==================== multicycle_control
File: config.mk
export PLATFORM = sky130hd
export DESIGN_NAME = multicycle_control
export DESIGN_NICKNAME = d
export VERILOG_FILES = /design/src/rtl/multicycle_control.sv
export SDC_FILE = /design/constraint.sdc
export NUM_CORES = 1
export LEC_CHECK = 0
export ABC_AREA = 1
export CORE_ASPECT_RATIO = 1.4
export CORE_MARGIN = 2
export CORE_UTILIZATION = 40
export DETAILED_ROUTE_END_ITERATION = 8
export HOLD_SLACK_MARGIN = 0.08
export PLACE_DENSITY = 0.67
export SLEW_MARGIN = 20
export SYNTH_ARGS = -nofsm -noshare
export SYNTH_HDL_FRONTEND = slang
export SYNTH_SLANG_ARGS = --single-unit
export TNS_END_PERCENT = 1
File: constraint.sdc
create_clock -name clk -period 1.7 [get_ports clk]
set_input_delay 0.255 -clock clk [delete_from_list [all_inputs] [get_ports clk]]
set_output_delay 0.255 -clock clk [all_outputs]
set_load 0.005 [all_outputs]
File: src/rtl/multicycle_control.sv
// Multicycle FETCH/DECODE/EXEC/MEM/WB sequencer for the LEGv8 core.
// Strobes are decoded from the current state and the latched opcode class.
module multicycle_control #(
    parameter int CNT_W   = 16,
    parameter int TIMEOUT = 15
) (
    input  logic             clk,
    input  logic             reset,
    input  logic [10:0]      opcode,
    input  logic             zero,
    input  logic             imem_ready,
    input  logic             dmem_ready,
    output logic             imem_req,
    output logic             ir_write,
    output logic             pc_write,
    output logic             pc_src,
    output logic             reg2_loc,
    output logic             alu_src,
    output logic [1:0]       alu_op,
    output logic             dmem_read,
    output logic             dmem_write,
    output logic             mem_to_reg,
    output logic             reg_write,
    output logic [2:0]       state,
    output logic [CNT_W-1:0] instr_count,
    output logic             trap,
    output logic [1:0]       trap_cause
);

    typedef enum logic [2:0] {
        S_FETCH  = 3'd0,
        S_DECODE = 3'd1,
        S_EXEC   = 3'd2,
        S_MEM    = 3'd3,
        S_WB     = 3'd4,
        S_TRAP   = 3'd7
    } state_t;

    typedef enum logic [2:0] {
        C_NONE  = 3'd0,
        C_LDUR  = 3'd1,
        C_STUR  = 3'd2,
        C_RTYPE = 3'd3,
        C_CBZ   = 3'd4,
        C_B     = 3'd5
    } class_t;

    localparam logic [7:0]       WAIT_LAST = 8'(TIMEOUT - 1);
    localparam logic [CNT_W-1:0] CNT_ONE   = {{(CNT_W-1){1'b0}}, 1'b1};

    localparam logic [1:0] CAUSE_ILLEGAL = 2'b01;
    localparam logic [1:0] CAUSE_IMEM    = 2'b10;
    localparam logic [1:0] CAUSE_DMEM    = 2'b11;

    state_t     cur_state;
    class_t     cls;
    class_t     dec_class;
    logic [7:0] wait_cnt;

    // C_NONE doubles as the illegal-opcode result.
    function automatic class_t decode_op(input logic [10:0] op);
        class_t c;
        c = C_NONE;
        if (op == 11'h7C2)
            c = C_LDUR;
        else if (op == 11'h7C0)
            c = C_STUR;
        else if (op == 11'h458 || op == 11'h658 || op == 11'h450 || op == 11'h550)
            c = C_RTYPE;
        else if (op[10:3] == 8'hB4)
            c = C_CBZ;
        else if (op[10:5] == 6'b000101)
            c = C_B;
        return c;
    endfunction

    always_comb begin
        dec_class = decode_op(opcode);
    end

    always_ff @(posedge clk) begin
        if (reset) begin
            cur_state   <= S_FETCH;
            cls         <= C_NONE;
            wait_cnt    <= '0;
            instr_count <= '0;
            trap        <= 1'b0;
            trap_cause  <= 2'b00;
        end else begin
            case (cur_state)
                S_FETCH: begin
                    if (imem_ready) begin
                        cur_state <= S_DECODE;
                        wait_cnt  <= '0;
                    end else if (wait_cnt == WAIT_LAST) begin
                        cur_state  <= S_TRAP;
                        trap       <= 1'b1;
                        trap_cause <= CAUSE_IMEM;
                        wait_cnt   <= '0;
                    end else begin
                        wait_cnt <= wait_cnt + 8'd1;
                    end
                end

                S_DECODE: begin
                    if (dec_class == C_NONE) begin
                        cur_state  <= S_TRAP;
                        trap       <= 1'b1;
                        trap_cause <= CAUSE_ILLEGAL;
                    end else begin
                        cls       <= dec_class;
                        cur_state <= S_EXEC;
                    end
                end

                S_EXEC: begin
                    case (cls)
                        C_B, C_CBZ: begin
                            instr_count <= instr_count + CNT_ONE;
                            cur_state   <= S_FETCH;
                        end
                        C_LDUR, C_STUR: cur_state <= S_MEM;
                        C_RTYPE:        cur_state <= S_WB;
                        default: begin
                            cur_state  <= S_TRAP;
                            trap       <= 1'b1;
                            trap_cause <= CAUSE_ILLEGAL;
                        end
                    endcase
                end

                S_MEM: begin
                    if (dmem_ready) begin
                        wait_cnt <= '0;
                        if (cls == C_LDUR) begin
                            cur_state <= S_WB;
                        end else begin
                            instr_count <= instr_count + CNT_ONE;
                            cur_state   <= S_FETCH;
                        end
                    end else if (wait_cnt == WAIT_LAST) begin
                        cur_state  <= S_TRAP;
                        trap       <= 1'b1;
                        trap_cause <= CAUSE_DMEM;
                        wait_cnt   <= '0;
                    end else begin
                        wait_cnt <= wait_cnt + 8'd1;
                    end
                end

                S_WB: begin
                    instr_count <= instr_count + CNT_ONE;
                    cur_state   <= S_FETCH;
                end

                S_TRAP: cur_state <= S_TRAP;

                // Encodings 5 and 6 are unreachable; treat them as corruption.
                default: begin
                    cur_state  <= S_TRAP;
                    trap       <= 1'b1;
                    trap_cause <= CAUSE_ILLEGAL;
                end
            endcase
        end
    end

    always_comb begin
        imem_req   = 1'b0;
        ir_write   = 1'b0;
        pc_write   = 1'b0;
        pc_src     = 1'b0;
        reg2_loc   = 1'b0;
        alu_src    = 1'b0;
        alu_op     = 2'b00;
        dmem_read  = 1'b0;
        dmem_write = 1'b0;
        mem_to_reg = 1'b0;
        reg_write  = 1'b0;
        case (cur_state)
            S_FETCH: begin
                imem_req = 1'b1;
                if (imem_ready) begin
                    ir_write = 1'b1;
                    pc_write = 1'b1;
                end
            end
            // The class register is not loaded yet, so decode the live opcode.
            S_DECODE: reg2_loc = (dec_class == C_STUR) || (dec_class == C_CBZ);
            S_EXEC: begin
                reg2_loc = (cls == C_STUR) || (cls == C_CBZ);
                alu_src  = (cls == C_LDUR) || (cls == C_STUR);
                if (cls == C_RTYPE)
                    alu_op = 2'b10;
                else if (cls == C_CBZ)
                    alu_op = 2'b01;
                if (cls == C_B) begin
                    pc_write = 1'b1;
                    pc_src   = 1'b1;
                end else if (cls == C_CBZ) begin
                    pc_write = zero;
                    pc_src   = 1'b1;
                end
            end
            S_MEM: begin
                dmem_read  = (cls == C_LDUR);
                dmem_write = (cls == C_STUR);
            end
            S_WB: begin
                reg_write  = 1'b1;
                mem_to_reg = (cls == C_LDUR);
            end
            default: ;
        endcase
    end

    assign state = cur_state;

endmodule
==================== rca_fault_test_sequencer
<file path="config.mk">
export PLATFORM = sky130hd
export DESIGN_NAME = rca_fault_test_sequencer
export DESIGN_NICKNAME = d
export VERILOG_FILES = /design/src/rtl/rca_fault_test_sequencer.sv
export SDC_FILE = /design/constraint.sdc
export NUM_CORES = 1
export LEC_CHECK = 0
export CAP_MARGIN = 30
export CORE_UTILIZATION = 30
export DETAILED_ROUTE_END_ITERATION = 8
export SLEW_MARGIN = 5
export SYNTH_ARGS = -nofsm -noshare
export SYNTH_HDL_FRONTEND = slang
export SYNTH_SLANG_ARGS = --single-unit
</file>
<file path="constraint.sdc">
create_clock -name clk -period 1.95 [get_ports clk]
set_input_delay 0.39 -clock clk [delete_from_list [all_inputs] [get_ports clk]]
set_output_delay 0.39 -clock clk [all_outputs]
set_load 0.02 [all_outputs]
</file>
<file path="src/rtl/rca_fault_test_sequencer.sv">
`default_nettype none
// ============================================================================
// Module      : rca_fault_test_sequencer
// Description : Steps the ripple-carry adder through its 8 test vectors,
//               samples the compare-LUT mismatch vector after a settle
//               interval, and accumulates fault map / count / first failure.
//               Optional macro HALT_ON_FAULT_EN stops the run at the first
//               failing vector.
// Revision    : 1.0 - initial release
// ============================================================================
module rca_fault_test_sequencer #(
    parameter int SETTLE_CYCLES = 2,
    parameter int NUM_VECTORS   = 8
) (
    input  logic       clk,
    input  logic       rst,
    input  logic       start,
    input  logic [7:0] comp,
    output logic [2:0] count,
    output logic       busy,
    output logic       done,
    output logic       pass,
    output logic [7:0] fault_map,
    output logic [3:0] fail_count,
    output logic       first_fail_valid,
    output logic [2:0] first_fail_count
);

    localparam logic [0:0] c_ST_IDLE     = 1'b0;
    localparam logic [0:0] c_ST_RUN      = 1'b1;
    localparam logic [3:0] c_SETTLE_LOAD = 4'(SETTLE_CYCLES - 1);
    localparam logic [2:0] c_LAST_IDX    = 3'(NUM_VECTORS - 1);

    logic [0:0] r_state;
    logic [3:0] r_timer;
    logic [2:0] r_count;
    logic       r_busy;
    logic       r_done;
    logic       r_pass;
    logic [7:0] r_fault_map;
    logic [3:0] r_fail_count;
    logic       r_first_fail_valid;
    logic [2:0] r_first_fail_count;

    logic       w_sample_fail;
    logic [3:0] w_fail_count_nxt;
    logic       w_run_end;

    assign w_sample_fail    = |comp;
    assign w_fail_count_nxt = w_sample_fail ? (r_fail_count + 4'd1) : r_fail_count;

`ifdef HALT_ON_FAULT_EN
    assign w_run_end = (r_count == c_LAST_IDX) || w_sample_fail;
`else
    assign w_run_end = (r_count == c_LAST_IDX);
`endif

    always_ff @(posedge clk) begin
        if (rst) begin
            r_state            <= c_ST_IDLE;
            r_timer            <= 4'd0;
            r_count            <= 3'd0;
            r_busy             <= 1'b0;
            r_done             <= 1'b0;
            r_pass             <= 1'b0;
            r_fault_map        <= 8'd0;
            r_fail_count       <= 4'd0;
            r_first_fail_valid <= 1'b0;
            r_first_fail_count <= 3'd0;
        end else begin
            r_done <= 1'b0;
            case (r_state)
                c_ST_IDLE: begin
                    r_count <= 3'd0;
                    r_busy  <= 1'b0;
                    if (start) begin
                        r_fault_map        <= 8'd0;
                        r_fail_count       <= 4'd0;
                        r_first_fail_valid <= 1'b0;
                        r_first_fail_count <= 3'd0;
                        r_pass             <= 1'b0;
                        r_timer            <= c_SETTLE_LOAD;
                        r_busy             <= 1'b1;
                        r_state            <= c_ST_RUN;
                    end
                end
                c_ST_RUN: begin
                    if (r_timer != 4'd0) begin
                        r_timer <= r_timer - 4'd1;
                    end else begin
                        // Sample edge: fold this vector's mismatch into the results.
                        r_fault_map  <= r_fault_map | comp;
                        r_fail_count <= w_fail_count_nxt;
                        if (w_sample_fail && !r_first_fail_valid) begin
                            r_first_fail_valid <= 1'b1;
                            r_first_fail_count <= r_count;
                        end
                        if (w_run_end) begin
                            r_state <= c_ST_IDLE;
                            r_busy  <= 1'b0;
                            r_done  <= 1'b1;
                            r_count <= 3'd0;
                            r_pass  <= (w_fail_count_nxt == 4'd0);
                        end else begin
                            r_count <= r_count + 3'd1;
                            r_timer <= c_SETTLE_LOAD;
                        end
                    end
                end
                default: r_state <= c_ST_IDLE;
            endcase
        end
    end

    assign count            = r_count;
    assign busy             = r_busy;
    assign done             = r_done;
    assign pass             = r_pass;
    assign fault_map        = r_fault_map;
    assign fail_count       = r_fail_count;
    assign first_fail_valid = r_first_fail_valid;
    assign first_fail_count = r_first_fail_count;

endmodule
`default_nettype wire

</file>
==================== phase_bank_mv
--- config.mk ---
export PLATFORM = sky130hd
export DESIGN_NAME = phase_bank_mv
export DESIGN_NICKNAME = d
export VERILOG_FILES = /design/src/rtl/phase_bank_mv.sv
export SDC_FILE = /design/constraint.sdc
export NUM_CORES = 2
export LEC_CHECK = 0
export CAP_MARGIN = 15
export CORE_MARGIN = 2
export CORE_UTILIZATION = 55
export DETAILED_ROUTE_END_ITERATION = 16
export DONT_BUFFER_PORTS = 1
export HOLD_SLACK_MARGIN = 0.08
export PLACE_DENSITY_LB_ADDON = 0.12
export RECOVER_POWER = 100
export SYNTH_ARGS = -nofsm -noshare
export SYNTH_HDL_FRONTEND = slang
export SYNTH_SLANG_ARGS = --single-unit
--- constraint.sdc ---
create_clock -name clk -period 3.1 [get_ports clk]
set_clock_uncertainty 0.05 [all_clocks]
set_input_delay 0.31 -clock clk [delete_from_list [all_inputs] [get_ports clk]]
set_output_delay 0.31 -clock clk [all_outputs]
set_load 0.05 [all_outputs]
--- src/rtl/phase_bank_mv.sv ---
// phase_bank_mv: multi-voice phase accumulator bank.
// NVOICES phase accumulators share one adder, serviced round-robin by a slot
// pointer that advances on each clk_en cycle. A one-entry command buffer takes
// NOTE_ON / NOTE_OFF / RETUNE commands at any clock edge and applies them on
// the next clk_en cycle.
//
// Ports:
//   clk, rst        clock, synchronous active-high reset (dominates clk_en)
//   clk_en          sample-slot enable
//   i_cmd_*         command handshake: valid/op/voice/midi/tw; o_cmd_ready = buffer empty
//   o_cmd_err       one-cycle pulse when an applied command addressed a voice >= NVOICES
//   o_valid/o_voice/o_midi/o_phase/o_frame   registered output slot (pre-add phase)
//   o_active        per-voice active bitmap
module phase_bank_mv #(
  parameter int NVOICES       = 10,
  parameter int PW            = 24,
  parameter int OW            = 16,
  parameter int RESET_ON_NOTE = 1,
  localparam int VW           = $clog2(NVOICES)
) (
  input  logic               clk,
  input  logic               rst,
  input  logic               clk_en,
  input  logic               i_cmd_valid,
  output logic               o_cmd_ready,
  input  logic [1:0]         i_cmd_op,
  input  logic [VW-1:0]      i_cmd_voice,
  input  logic [6:0]         i_cmd_midi,
  input  logic [PW-1:0]      i_cmd_tw,
  output logic               o_cmd_err,
  output logic               o_valid,
  output logic [VW-1:0]      o_voice,
  output logic [6:0]         o_midi,
  output logic [OW-1:0]      o_phase,
  output logic               o_frame,
  output logic [NVOICES-1:0] o_active
);

  typedef enum logic [1:0] {
    OP_NOP      = 2'b00,
    OP_NOTE_ON  = 2'b01,
    OP_NOTE_OFF = 2'b10,
    OP_RETUNE   = 2'b11
  } cmd_op_e;

  logic [PW-1:0]      phase_q [NVOICES];
  logic [PW-1:0]      phase_d [NVOICES];
  logic [PW-1:0]      tw_q    [NVOICES];
  logic [PW-1:0]      tw_d    [NVOICES];
  logic [6:0]         midi_q  [NVOICES];
  logic [6:0]         midi_d  [NVOICES];
  logic [NVOICES-1:0] active_q, active_d;
  logic [VW-1:0]      slot_q, slot_d;

  logic               buf_valid_q;
  cmd_op_e            buf_op_q;
  logic [VW-1:0]      buf_voice_q;
  logic [6:0]         buf_midi_q;
  logic [PW-1:0]      buf_tw_q;

  logic               err_q, valid_q, frame_q;
  logic [VW-1:0]      voice_q;
  logic [6:0]         midi_out_q;
  logic [OW-1:0]      phase_out_q;

  logic               apply, voice_ok;
  logic [OW-1:0]      sl_phase;
  logic [6:0]         sl_midi;
  logic               sl_active;

  assign apply    = clk_en && buf_valid_q;
  assign voice_ok = int'(buf_voice_q) < NVOICES;
  assign slot_d   = (slot_q == VW'(NVOICES - 1)) ? '0 : slot_q + 1'b1;

  // Read port for the current slot (pre-command, pre-add state).
  always_comb begin
    sl_phase  = '0;
    sl_midi   = '0;
    sl_active = 1'b0;
    for (int v = 0; v < NVOICES; v++) begin
      if (v == int'(slot_q)) begin
        sl_phase  = phase_q[v][PW-1 -: OW];
        sl_midi   = midi_q[v];
        sl_active = active_q[v];
      end
    end
  end

  // Accumulate first, then let the command overwrite the fields it owns, so a
  // command hitting the current slot wins over this cycle's add.
  always_comb begin
    phase_d  = phase_q;
    tw_d     = tw_q;
    midi_d   = midi_q;
    active_d = active_q;
    for (int v = 0; v < NVOICES; v++) begin
      if (v == int'(slot_q) && active_q[v]) begin
        phase_d[v] = phase_q[v] + tw_q[v];
      end
    end
    if (apply && voice_ok) begin
      for (int v = 0; v < NVOICES; v++) begin
        if (v == int'(buf_voice_q)) begin
          case (buf_op_q)
            OP_NOTE_ON: begin
              if (buf_midi_q != 7'd0) begin
                midi_d[v]   = buf_midi_q;
                tw_d[v]     = buf_tw_q;
                active_d[v] = 1'b1;
                if (RESET_ON_NOTE != 0) phase_d[v] = '0;
              end else begin
                // midi 0 behaves exactly like NOTE_OFF
                midi_d[v]   = '0;
                active_d[v] = 1'b0;
              end
            end
            OP_NOTE_OFF: begin
              midi_d[v]   = '0;
              active_d[v] = 1'b0;
            end
            OP_RETUNE: tw_d[v] = buf_tw_q;
            default: ;
          endcase
        end
      end
    end
  end

  always_ff @(posedge clk) begin
    if (rst) begin
      for (int v = 0; v < NVOICES; v++) begin
        phase_q[v] <= '0;
        tw_q[v]    <= '0;
        midi_q[v]  <= '0;
      end
      active_q    <= '0;
      slot_q      <= '0;
      buf_valid_q <= 1'b0;
      buf_op_q    <= OP_NOP;
      buf_voice_q <= '0;
      buf_midi_q  <= '0;
      buf_tw_q    <= '0;
      err_q       <= 1'b0;
      valid_q     <= 1'b0;
      frame_q     <= 1'b0;
      voice_q     <= '0;
      midi_out_q  <= '0;
      phase_out_q <= '0;
    end else begin
      if (clk_en) begin
        phase_q     <= phase_d;
        tw_q        <= tw_d;
        midi_q      <= midi_d;
        active_q    <= active_d;
        slot_q      <= slot_d;
        voice_q     <= slot_q;
        valid_q     <= sl_active;
        midi_out_q  <= sl_active ? sl_midi : '0;
        phase_out_q <= sl_active ? sl_phase : '0;
        frame_q     <= (slot_q == '0);
      end
      // The apply cycle frees the buffer but cannot refill it: ready is still low.
      if (buf_valid_q) begin
        if (clk_en) buf_valid_q <= 1'b0;
      end else if (i_cmd_valid) begin
        buf_valid_q <= 1'b1;
        buf_op_q    <= cmd_op_e'(i_cmd_op);
        buf_voice_q <= i_cmd_voice;
        buf_midi_q  <= i_cmd_midi;
        buf_tw_q    <= i_cmd_tw;
      end
      err_q <= apply && !voice_ok;
    end
  end

  assign o_cmd_ready = !buf_valid_q;
  assign o_cmd_err   = err_q;
  assign o_valid     = valid_q;
  assign o_voice     = voice_q;
  assign o_midi      = midi_out_q;
  assign o_phase     = phase_out_q;
  assign o_frame     = frame_q;
  assign o_active    = active_q;

endmodule

==================== tone_lut_ctrl_flat
File: src/rtl/tone_lut_if.sv
// Host/video-timing bus for the tone-curve LUT controller: shadow write/readback,
// commit and frame-start handshake, plus the active curve and status outputs.
interface tone_lut_if #(
  parameter int LUT_MAP_WTH = 13,
  parameter int LUT_MAP_NUM = 25,
  parameter int ADDR_WTH    = 5
);
  logic                               i_wr_en;
  logic [ADDR_WTH-1:0]                i_wr_addr;
  logic [LUT_MAP_WTH-1:0]             i_wr_data;
  logic [ADDR_WTH-1:0]                i_rd_addr;
  logic [LUT_MAP_WTH-1:0]             o_rd_data;
  logic                               i_commit;
  logic                               i_vstr;
  logic [LUT_MAP_WTH*LUT_MAP_NUM-1:0] o_lut_data;
  logic                               o_busy;
  logic                               o_pend;
  logic                               o_swap;
  logic                               o_wr_rej;
  logic                               o_err;

  modport master (
    output i_wr_en, i_wr_addr, i_wr_data, i_rd_addr, i_commit, i_vstr,
    input  o_rd_data, o_lut_data, o_busy, o_pend, o_swap, o_wr_rej, o_err
  );

  modport slave (
    input  i_wr_en, i_wr_addr, i_wr_data, i_rd_addr, i_commit, i_vstr,
    output o_rd_data, o_lut_data, o_busy, o_pend, o_swap, o_wr_rej, o_err
  );
endinterface

File: src/rtl/tone_lut_ctrl.sv
// Double-buffered tone-curve LUT: host fills a shadow bank, a commit arms a frame-aligned
// copy into the active bank. Define TONE_LUT_MONO_CHK_EN to add the monotonic/slope scan.
//
//   state | meaning
//   IDLE  | shadow writable, waiting for commit
//   CHECK | scanning shadow pairs (TONE_LUT_MONO_CHK_EN only)
//   PEND  | curve accepted, waiting for i_vstr to swap banks
module tone_lut_ctrl #(
  parameter int LUT_MAP_WTH = 13,
  parameter int LUT_MAP_NUM = 25,
  parameter int Y_DIFF_WTH  = 10,
  parameter int ADDR_WTH    = 5
) (
  input  logic        clk,
  input  logic        rst_n,
  tone_lut_if.slave   bus
);
  localparam logic [ADDR_WTH:0] NUM_C = (ADDR_WTH+1)'(LUT_MAP_NUM);

`ifdef TONE_LUT_MONO_CHK_EN
  typedef enum logic [1:0] {S_IDLE = 2'd0, S_CHECK = 2'd1, S_PEND = 2'd2} state_t;
`else
  typedef enum logic [1:0] {S_IDLE = 2'd0, S_PEND = 2'd2} state_t;
`endif

  state_t                             r_state;
  logic [LUT_MAP_WTH-1:0]             r_shadow [LUT_MAP_NUM];
  logic [LUT_MAP_WTH-1:0]             r_active [LUT_MAP_NUM];
  logic [LUT_MAP_WTH-1:0]             r_rd_data;
  logic                               r_busy;
  logic                               r_pend;
  logic                               r_swap;
  logic                               r_wr_rej;
  logic                               w_wr_ok;
  logic                               w_rd_ok;
  logic [LUT_MAP_WTH*LUT_MAP_NUM-1:0] w_lut_data;

  assign w_wr_ok = (r_state == S_IDLE) && ({1'b0, bus.i_wr_addr} < NUM_C);
  assign w_rd_ok = {1'b0, bus.i_rd_addr} < NUM_C;

`ifdef TONE_LUT_MONO_CHK_EN
  localparam logic [ADDR_WTH-1:0] LAST_K = ADDR_WTH'(LUT_MAP_NUM - 2);

  logic [ADDR_WTH-1:0]    r_cnt;
  logic                   r_err;
  logic [ADDR_WTH-1:0]    w_cnt_nxt;
  logic [LUT_MAP_WTH-1:0] w_lo;
  logic [LUT_MAP_WTH-1:0] w_hi;
  logic [LUT_MAP_WTH-1:0] w_diff;
  logic                   w_pair_ok;

  assign w_cnt_nxt = r_cnt + ADDR_WTH'(1);
  assign w_lo      = r_shadow[r_cnt];
  assign w_hi      = r_shadow[w_cnt_nxt];
  assign w_diff    = w_hi - w_lo;
  // Slope must fit the tone datapath's Y-difference field.
  assign w_pair_ok = (w_hi >= w_lo) &&
                     ({{(32-LUT_MAP_WTH){1'b0}}, w_diff} < (32'd1 << Y_DIFF_WTH));
  assign bus.o_err = r_err;
`else
  assign bus.o_err = 1'b0;
`endif

  always_ff @(posedge clk or negedge rst_n) begin
    if (!rst_n) begin
      r_state   <= S_IDLE;
      r_rd_data <= '0;
      r_busy    <= 1'b0;
      r_pend    <= 1'b0;
      r_swap    <= 1'b0;
      r_wr_rej  <= 1'b0;
      for (int k = 0; k < LUT_MAP_NUM; k++) begin
        r_shadow[k] <= '0;
        r_active[k] <= '0;
      end
`ifdef TONE_LUT_MONO_CHK_EN
      r_cnt     <= '0;
      r_err     <= 1'b0;
`endif
    end else begin
      r_swap    <= 1'b0;
      r_wr_rej  <= bus.i_wr_en && !w_wr_ok;
      r_rd_data <= w_rd_ok ? r_shadow[bus.i_rd_addr] : '0;
      if (bus.i_wr_en && w_wr_ok) begin
        r_shadow[bus.i_wr_addr] <= bus.i_wr_data;
      end
      case (r_state)
        S_IDLE: begin
          if (bus.i_commit) begin
            r_busy  <= 1'b1;
`ifdef TONE_LUT_MONO_CHK_EN
            r_state <= S_CHECK;
            r_cnt   <= '0;
            r_err   <= 1'b0;
`else
            r_state <= S_PEND;
            r_pend  <= 1'b1;
`endif
          end
        end
`ifdef TONE_LUT_MONO_CHK_EN
        S_CHECK: begin
          if (!w_pair_ok) begin
            r_state <= S_IDLE;
            r_busy  <= 1'b0;
            r_err   <= 1'b1;
            r_cnt   <= '0;
          end else if (r_cnt == LAST_K) begin
            r_state <= S_PEND;
            r_pend  <= 1'b1;
            r_cnt   <= '0;
          end else begin
            r_cnt   <= w_cnt_nxt;
          end
        end
`endif
        S_PEND: begin
          if (bus.i_vstr) begin
            for (int k = 0; k < LUT_MAP_NUM; k++) begin
              r_active[k] <= r_shadow[k];
            end
            r_swap  <= 1'b1;
            r_state <= S_IDLE;
            r_busy  <= 1'b0;
            r_pend  <= 1'b0;
          end
        end
        default: begin
          r_state <= S_IDLE;
          r_busy  <= 1'b0;
          r_pend  <= 1'b0;
        end
      endcase
    end
  end

  always_comb begin
    w_lut_data = '0;
    for (int k = 0; k < LUT_MAP_NUM; k++) begin
      w_lut_data[k*LUT_MAP_WTH +: LUT_MAP_WTH] = r_active[k];
    end
  end

  assign bus.o_lut_data = w_lut_data;
  assign bus.o_rd_data  = r_rd_data;
  assign bus.o_busy     = r_busy;
  assign bus.o_pend     = r_pend;
  assign bus.o_swap     = r_swap;
  assign bus.o_wr_rej   = r_wr_rej;
endmodule

File: src/flat_wrapper.sv
// flat-port wrapper written by rule: the top's interface ports become plain ports
module tone_lut_ctrl_flat 
#(
  parameter int LUT_MAP_WTH = 13,
  parameter int LUT_MAP_NUM = 25,
  parameter int Y_DIFF_WTH  = 10,
  parameter int ADDR_WTH    = 5
)
  (clk, rst_n, bus_i_wr_en, bus_i_wr_addr, bus_i_wr_data, bus_i_rd_addr, bus_i_commit, bus_i_vstr, bus_o_rd_data, bus_o_lut_data, bus_o_busy, bus_o_pend, bus_o_swap, bus_o_wr_rej, bus_o_err);
  tone_lut_if #(.LUT_MAP_WTH(LUT_MAP_WTH), .LUT_MAP_NUM(LUT_MAP_NUM), .ADDR_WTH(ADDR_WTH)) bus_i ();
  input  logic clk;
  input  logic rst_n;
  input wire logic [$bits(bus_i.i_wr_en)-1:0] bus_i_wr_en;
  input wire logic [$bits(bus_i.i_wr_addr)-1:0] bus_i_wr_addr;
  input wire logic [$bits(bus_i.i_wr_data)-1:0] bus_i_wr_data;
  input wire logic [$bits(bus_i.i_rd_addr)-1:0] bus_i_rd_addr;
  input wire logic [$bits(bus_i.i_commit)-1:0] bus_i_commit;
  input wire logic [$bits(bus_i.i_vstr)-1:0] bus_i_vstr;
  output wire logic [$bits(bus_i.o_rd_data)-1:0] bus_o_rd_data;
  output wire logic [$bits(bus_i.o_lut_data)-1:0] bus_o_lut_data;
  output wire logic [$bits(bus_i.o_busy)-1:0] bus_o_busy;
  output wire logic [$bits(bus_i.o_pend)-1:0] bus_o_pend;
  output wire logic [$bits(bus_i.o_swap)-1:0] bus_o_swap;
  output wire logic [$bits(bus_i.o_wr_rej)-1:0] bus_o_wr_rej;
  output wire logic [$bits(bus_i.o_err)-1:0] bus_o_err;
  assign bus_i.i_wr_en = bus_i_wr_en;
  assign bus_i.i_wr_addr = bus_i_wr_addr;
  assign bus_i.i_wr_data = bus_i_wr_data;
  assign bus_i.i_rd_addr = bus_i_rd_addr;
  assign bus_i.i_commit = bus_i_commit;
  assign bus_i.i_vstr = bus_i_vstr;
  assign bus_o_rd_data = bus_i.o_rd_data;
  assign bus_o_lut_data = bus_i.o_lut_data;
  assign bus_o_busy = bus_i.o_busy;
  assign bus_o_pend = bus_i.o_pend;
  assign bus_o_swap = bus_i.o_swap;
  assign bus_o_wr_rej = bus_i.o_wr_rej;
  assign bus_o_err = bus_i.o_err;
  tone_lut_ctrl #(.LUT_MAP_WTH(LUT_MAP_WTH), .LUT_MAP_NUM(LUT_MAP_NUM), .Y_DIFF_WTH(Y_DIFF_WTH), .ADDR_WTH(ADDR_WTH)) u_core (.clk(clk), .rst_n(rst_n), .bus(bus_i));
endmodule
File: config.mk
export PLATFORM = sky130hd
export DESIGN_NAME = tone_lut_ctrl_flat
export DESIGN_NICKNAME = d
export VERILOG_FILES = /design/src/rtl/tone_lut_if.sv /design/src/rtl/tone_lut_ctrl.sv /design/src/flat_wrapper.sv
export SDC_FILE = /design/constraint.sdc
export NUM_CORES = 1
export LEC_CHECK = 0
export ABC_AREA = 1
export CORE_MARGIN = 2
export CORE_UTILIZATION = 30
export DETAILED_ROUTE_END_ITERATION = 10
export GPL_ROUTABILITY_DRIVEN = 0
export GPL_TIMING_DRIVEN = 0
export PLACE_DENSITY_LB_ADDON = 0.08
export SLEW_MARGIN = 5
export SYNTH_ARGS = -nofsm -noshare
export SYNTH_HDL_FRONTEND = slang
export SYNTH_SLANG_ARGS = --single-unit
export TNS_END_PERCENT = 100
File: constraint.sdc
create_clock -name clk -period 1.5 [get_ports clk]
set_clock_uncertainty 0.05 [all_clocks]
set_input_delay 0.375 -clock clk [delete_from_list [all_inputs] [get_ports clk]]
set_output_delay 0.375 -clock clk [all_outputs]
set_load 0.01 [all_outputs]
Fig. 1: multicycle_control, the clock network
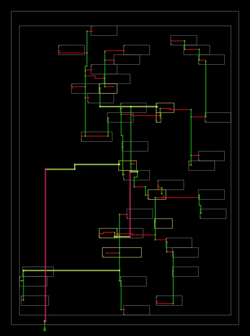
clock sinks: 33
Flops: 33
Setup Skew: 4.88 ps

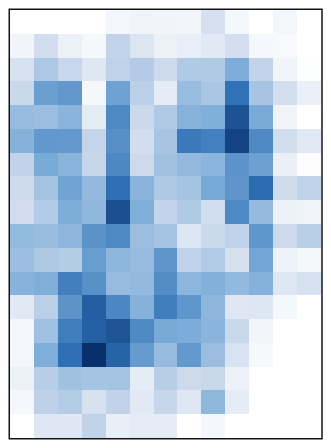
Fig. 2. Wire density map (multicycle_control).
13 x 18 tiles, from white (low) to dark blue (high), scaled to the fullest tile. Values are wire area over tile area, all layers added.
mean over tiles: 0.15
tiles over half the peak: 20%
emptiest ninth of the die: bottom right
nearly empty tiles: 12%
fullest tile: 0.49

==> reports/metrics.cfg, multicycle_control <==
[outcome]
status=complete, but fails checks
violations=negative setup slack

[cts]
clock_latency_ps=280
h-tree-depth=2
cts_hold_buf=0
cts_inserted_buffers=5
post_cts_resized=40
cts_tree=built

[place]
place.gp.congestion=0.898
dpl.hpwl_um=4210

[final_layout]
layout.nonclk_buf_frac=0.262
comb_share=0.391
antennaDiodeCount=0
comb_area_mm2=0.00123
stdcell_count=484
lay_top_cells=nand2_1 (60), inv_1 (48), buf_4 (41), nor2_1 (34), clkdlybuf4s50_1 (29)

[yosys]
syn-instance-count=325
synth-warning-count=0
yosysTopAreaCellShare=0.324
top_cell=nand2_1
common_cells=nand2_1 (66), inv_1 (53), nor2_1 (45), dfxtp_1 (33), nand3_1 (24)
synth_cell_type_count=32
edf_count=0

[critical_path]
slowest_delay_ps=470
crit_chain=clkdlybuf4s50_1 > nor2_2 > nand3_1 > nand2_1 > nand2_2 > nand3_2 > nand2_1 > o21ai_1 > buf_2
worstPathArrival_ps=1500
path_class=input port to output port
critPathMostFrequentCell=nand2_1
start_kind=input port

[detailed_routing]
drt_iter0_markers=102
vias_per_cell=4.85
ant_nets=0

[sta]
setup_ws_ps=-56.6
min_period_ps=1760
setup_viol=2

[power_and_ir_drop]
clock_power_share=0.233
seqPwrFrac=0.296

[floorplan]
tap_cells=64
die_area_mm2=0.00569
die_x_um=64.3

[job]
warning_count=29

[multicycle_control: power groups by stage]
stage | Sequential (uW) | Combinational (uW) | Clock [uW]
global placement | 976 | 1470 | 0
CTS | 972 | 1500 | 785
finish | 977 | 1560 | 769
floorplan | 989 | 712 | 0
global route | 993 | 1730 | 812
detailed placement | 980 | 1490 | 0
[multicycle_control: layer usage]
metal / global-route usage / up-vias / share of wire / wire length (um)
met3: 0.0356 / 12 / 0.044 / 238
met2: 0.385 / 60 / 0.54 / 2880
met1: 0.213 / 1042 / 0.39 / 2090
met5: 0 / - / 0 / 0
met4: 0.0909 / 0 / 0.028 / 148
li1: - / 1231 / - / -
[multicycle_control: logic make-up after synthesis]
logic type	Yosys count	share of synthesized area
and+or+nand+nor	169	0.371
buffers and inverters	62	0.120
AOI/OAI and AO/OA	50	0.131
DFF	33	0.324
xor gates and xnor gates	8	0.0344
adders and majority gates	3	0.0184
[multicycle_control: sequential cells by signal, indices dropped and copies added, names as in the netlist]
signal	flops
trap_cause	2
state	3
wait_cnt	8
cls	3
instr_count	16
trap	1
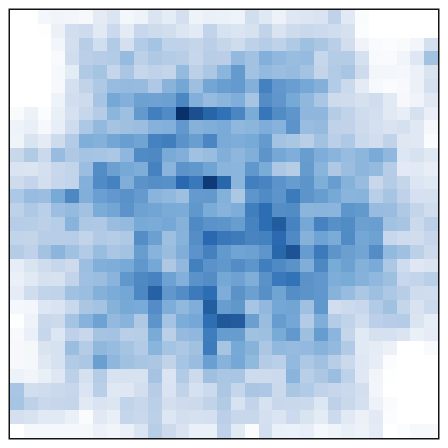
Fig. 3. Wire density map (tone_lut_ctrl_flat).
31 x 31 tiles, from white (low) to dark blue (high), scaled to the fullest tile. Values are wire area over tile area, all layers added.
mean over tiles: 0.22
fullest tile: 0.67
nearly empty tiles: 5.4%
tiles over half the peak: 21%
densest ninth of the die: middle
GRT Overall Usage: 0.263
drt total wl: 135000 um

==> reports/metrics.cfg, tone_lut_ctrl_flat <==
[sta]
setup_ws_ps=-380
setup_viol=826
hold_viol_final=100
post-route-period-util=1.25
whs_ps=-409

[floorplan]
core-area_mm2=0.0952

[cts]
cts_max_path_buffers=3
cts_sinks=666

[final_layout]
seq_cell_count=666
ff_latch_area_mm2=0.0167

[detailed_routing]
wire_per_inst_um=24.3

[critical_path]
start_kind=input port
r2r_start=u_core.bus.o_busy

[yosys]
ys_sh_mux=0

[outcome]
violations=negative hold slack, negative setup slack
status=complete, but fails checks

==> tone_lut_ctrl_flat: per-layer routing <==
layer  global-route usage  share of wire  vias up
met5                    0        0.00025        -
met4               0.0828          0.028        6
met2                0.409           0.46     1008
met1                0.361           0.44    13577
li1                     -              -    12572
met3               0.0614          0.080      199
==> tone_lut_ctrl_flat: cells by family (layout without fill, tap and decap cells) <==
| logic type | after synthesis | in the layout |
|---|---|---|
| other | 1 | 4 |
| DFF | 666 | 666 |
| AOI/OAI and AO/OA | 271 | 271 |
| buffers and inverters | 425 | 1131 |
| and+or+nand+nor | 2204 | 2204 |
==> tone_lut_ctrl_flat: path summary, 6_finish.rpt <==
kind                            cells after the start                   endpoint  slack [ps]
worst max-delay path                                4       u_core.r_shadow[267]        -380
worst min-delay path                                1  u_core.bus.o_lut_data[57]        -410
worst max register to register                     10        u_core.r_shadow[60]        -360
worst min register to register                      2        u_core.r_shadow[99]         420
max in group asynchronous                           4        u_core.r_shadow[86]         240
min in group clk                                    4       u_core.r_shadow[182]          30
==> tone_lut_ctrl_flat: power by group <==
group          switching (uW)  internal [uW]  leakage, uW
Clock                    8060          11800      0.00130
Combinational            6550           4460       0.0107
Sequential               2230          20600      0.00898
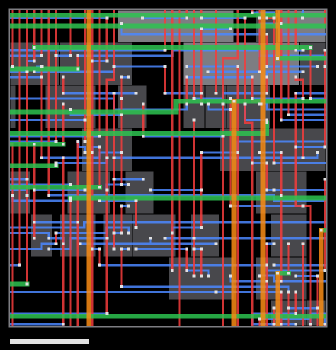
Fig. 4. Close-up of the layout (phase_bank_mv).
Bar = 5 um. Window x 116 to 136, y 167 to 187 um. Cells in gray, sequential cells in the stronger gray; small squares are vias.
| layer | color |
|---|---|
| met2 | red |
| met1 | blue |
| met4 | orange |
| met3 | green |
netlist names of flops here include: phase_q (2)
sequential cells in the window: 2
most frequent: nand2_1 (4), a21oi_1 (3)
cells with their middle in the window: 28

==> reports/metrics.cfg, phase_bank_mv <==
[outcome]
violations=negative setup slack
status=complete, but fails checks

[detailed_routing]
wire_per_inst_um=22.2
ant_nets=0
drt_iter0_markers=3544

[sta]
setup_ws_ps=-39.1
setup_viol=5
slew_violations=0
min_period_ps=3140

[cts]
cts_hold_buf=406

[power_and_ir_drop]
p_int_uw=13500

[yosys]
ys.flop_type=dfxtp_1
syn-instance-count=4256

[final_layout]
comb_share=0.487
nets=4950
sh_seq_area=0.300

[min_path]
holdPathEnd=phase_q[220]

[grt]
grt_pass1_wl_um=185000

[floorplan]
core-area_mm2=0.0615

[phase_bank_mv: metal layers]
metal,part of all wire,GRT usage,up-vias
met2,0.42,0.566,1458
met4,0.050,0.170,4
met1,0.43,0.521,16222
li1,-,-,15951
met5,0.00027,0,-
met3,0.10,0.0725,294
[phase_bank_mv: critical path: stages, from the launching register on]
cell	delay [ps]
dfxtp_1	310
o21ai_0	220
and3_1	350
nand2b_1	310
nor2_1	180
clkbuf_1	660
mux2i_1	260
nor2_1	60
dlygate4sd3_1	600
[phase_bank_mv: synth_stat cells (all sizes together), types with 24 or more instances]
library cell,instances,area [um^2]
nor3,73,380
nand2b,34,213
a221oi,40,363
inv,81,304
clkbuf,175,657
or3,38,243
a21oi,501,2520
nand4,24,150
a211oi,27,203
dfxtp,632,12700
xnor2,91,797
mux2i,90,901
a22oi,127,953
nor2,402,1510
nor2b,47,294
nand3,54,270
o21a,58,435
and3,24,150
xor2,43,377
o21ai,171,875
a22o,36,315
a31oi,26,169
buf,47,199
a21o,104,781
nand2,795,2980
ha,233,2920
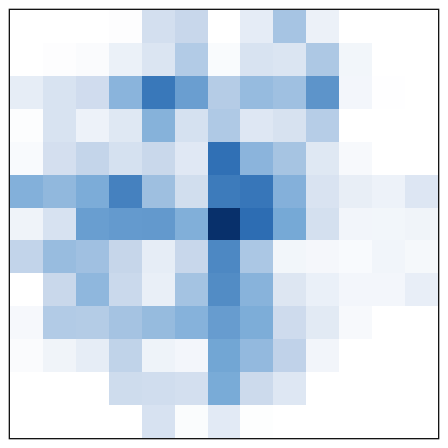
Fig. 5. Wire density map (rca_fault_test_sequencer).
13 x 13 tiles, from white (low) to dark blue (high), scaled to the fullest tile. Values are wire area over tile area, all layers added.
densest ninth of the die: middle
emptiest ninth of the die: bottom right
nearly empty tiles: 25%
mean over tiles: 0.10
tiles over half the peak: 10%

==> reports/metrics.cfg, rca_fault_test_sequencer <==
[critical_path]
critPathBufInv=1
slowest_stage=clkdlybuf4s50_1
path_class=flip-flop to output port

[yosys]
top_cell=dfxtp_1
yosys.area.top_type=dfxtp_1
synth.net_count=142
fa_ha_area_frac=0.0311

[outcome]
status=finished, final reports clean

[detailed_routing]
vias=1068

[sta]
clock_skew_ps=3.73

[cts]
cts_setup_buffers=0
cts_inserted_buffers=3

[place]
dpl_cell_area_mm2=0.00162
portBuffers=32

[grt]
grt.total_usage=0.144
antenna_found_initial=0

[floorplan]
core-area_mm2=0.00377

[power_and_ir_drop]
ir_drop_uv=273
seqPwrFrac=0.540

[final_layout]
ff_latch_area_um2=541

==> rca_fault_test_sequencer: through the flow <==
stage | total power, uW | worst slack, ps | hold WS (ps) | util
after floorplan | 702 | 558 | 435 | -
after global placement | 781 | 1.78 | 451 | 0.428
after detailed placement | 784 | -18.9 | 459 | 0.428
after CTS | 1110 | 179 | 473 | 0.441
after global routing | 1150 | 116 | 486 | 0.441
final | 1090 | 181 | 468 | 0.441
==> rca_fault_test_sequencer: registers in the layout, indices dropped and copies added (netlist names) <==
register	flops
first_fail_valid	1
pass	1
fail_count	4
r_timer	4
r_state	1
first_fail_count	3
fault_map	8
count	3
busy	1
done	1
==> rca_fault_test_sequencer: layer usage <==
layer,up-vias,global-route usage
li1,543,-
met3,4,0.0260
met2,21,0.222
met5,-,0
met1,500,0.201
met4,0,0.0489
==> rca_fault_test_sequencer: path summary, 6_finish.rpt <==
kind	end	slack, ps	cells after the start
hold / removal	busy	470	2
setup reg to reg	first_fail_count[1]	390	5
setup / recovery	first_fail_valid	180	1
hold reg to reg	busy	470	2
==> rca_fault_test_sequencer: worst min-delay path, delay by kind of cell (launching register included) <==
family	cells	cell delay [ps]
AOI/OAI and AO/OA	1	60
DFF	1	320
and+or+nand+nor	1	40

==> notes/layouts.md <==
Pictures saved along the way, in no particular order.

Pin map.
(a)
Bar = 100 um. Pins as bars across the die edge, other pins in gray.
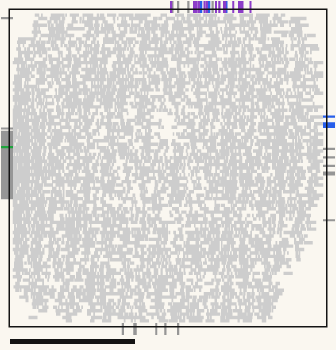
(b)
Bar = 20 um. Pins as bars across the die edge, other pins in gray.
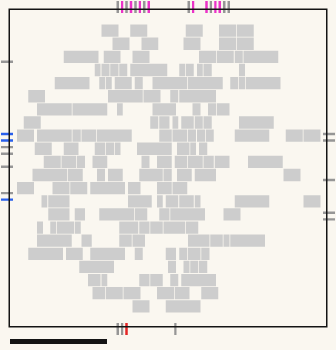
(c)
Bar = 100 um. Pins as bars across the die edge, other pins in gray.
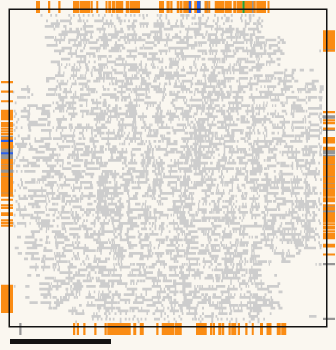
(d)
Bar = 20 um. Pins as bars across the die edge, other pins in gray.
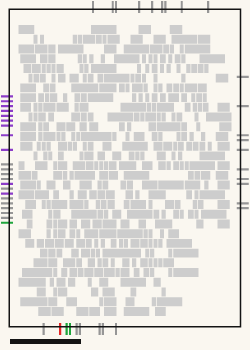
Of these, most pins: (c)
Of these, fewest pins: (b)
rca_fault_test_sequencer is (b).
multicycle_control is (d).
phase_bank_mv is (a).
tone_lut_ctrl_flat is (c).

Key to (b):
| port | color | pins | direction | edge |
|---|---|---|---|---|
| start | red | 1 | input | bottom |
| comp | magenta | 8 | input | top |
| first_fail_count | blue | 3 | output | left |
all pins by edge: 16 top, 8 left, 5 right, 4 bottom



==> notes/layouts.md <==
Pictures saved along the way, in no particular order.

Close-up of the layout.
panel A
Bar = 5 um. Window x 22 to 42, y 52 to 72 um. Cells in gray, sequential cells in the stronger gray; small squares are vias.
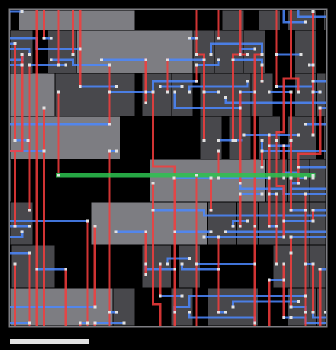
panel B
Bar = 5 um. Window x 147 to 167, y 210 to 230 um. Cells in gray, sequential cells in the stronger gray; small squares are vias.
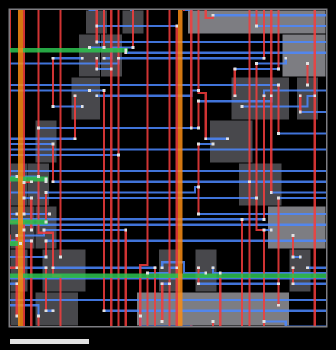
panel C
Bar = 5 um. Window x 23 to 43, y 36 to 56 um. Cells in gray, sequential cells in the stronger gray; small squares are vias.
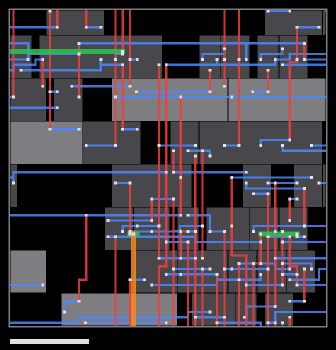
rca_fault_test_sequencer is panel C.
tone_lut_ctrl_flat is panel B.
multicycle_control is panel A.
The one with the largest die is panel B.

Power is estimated from default activity; no workload was simulated.
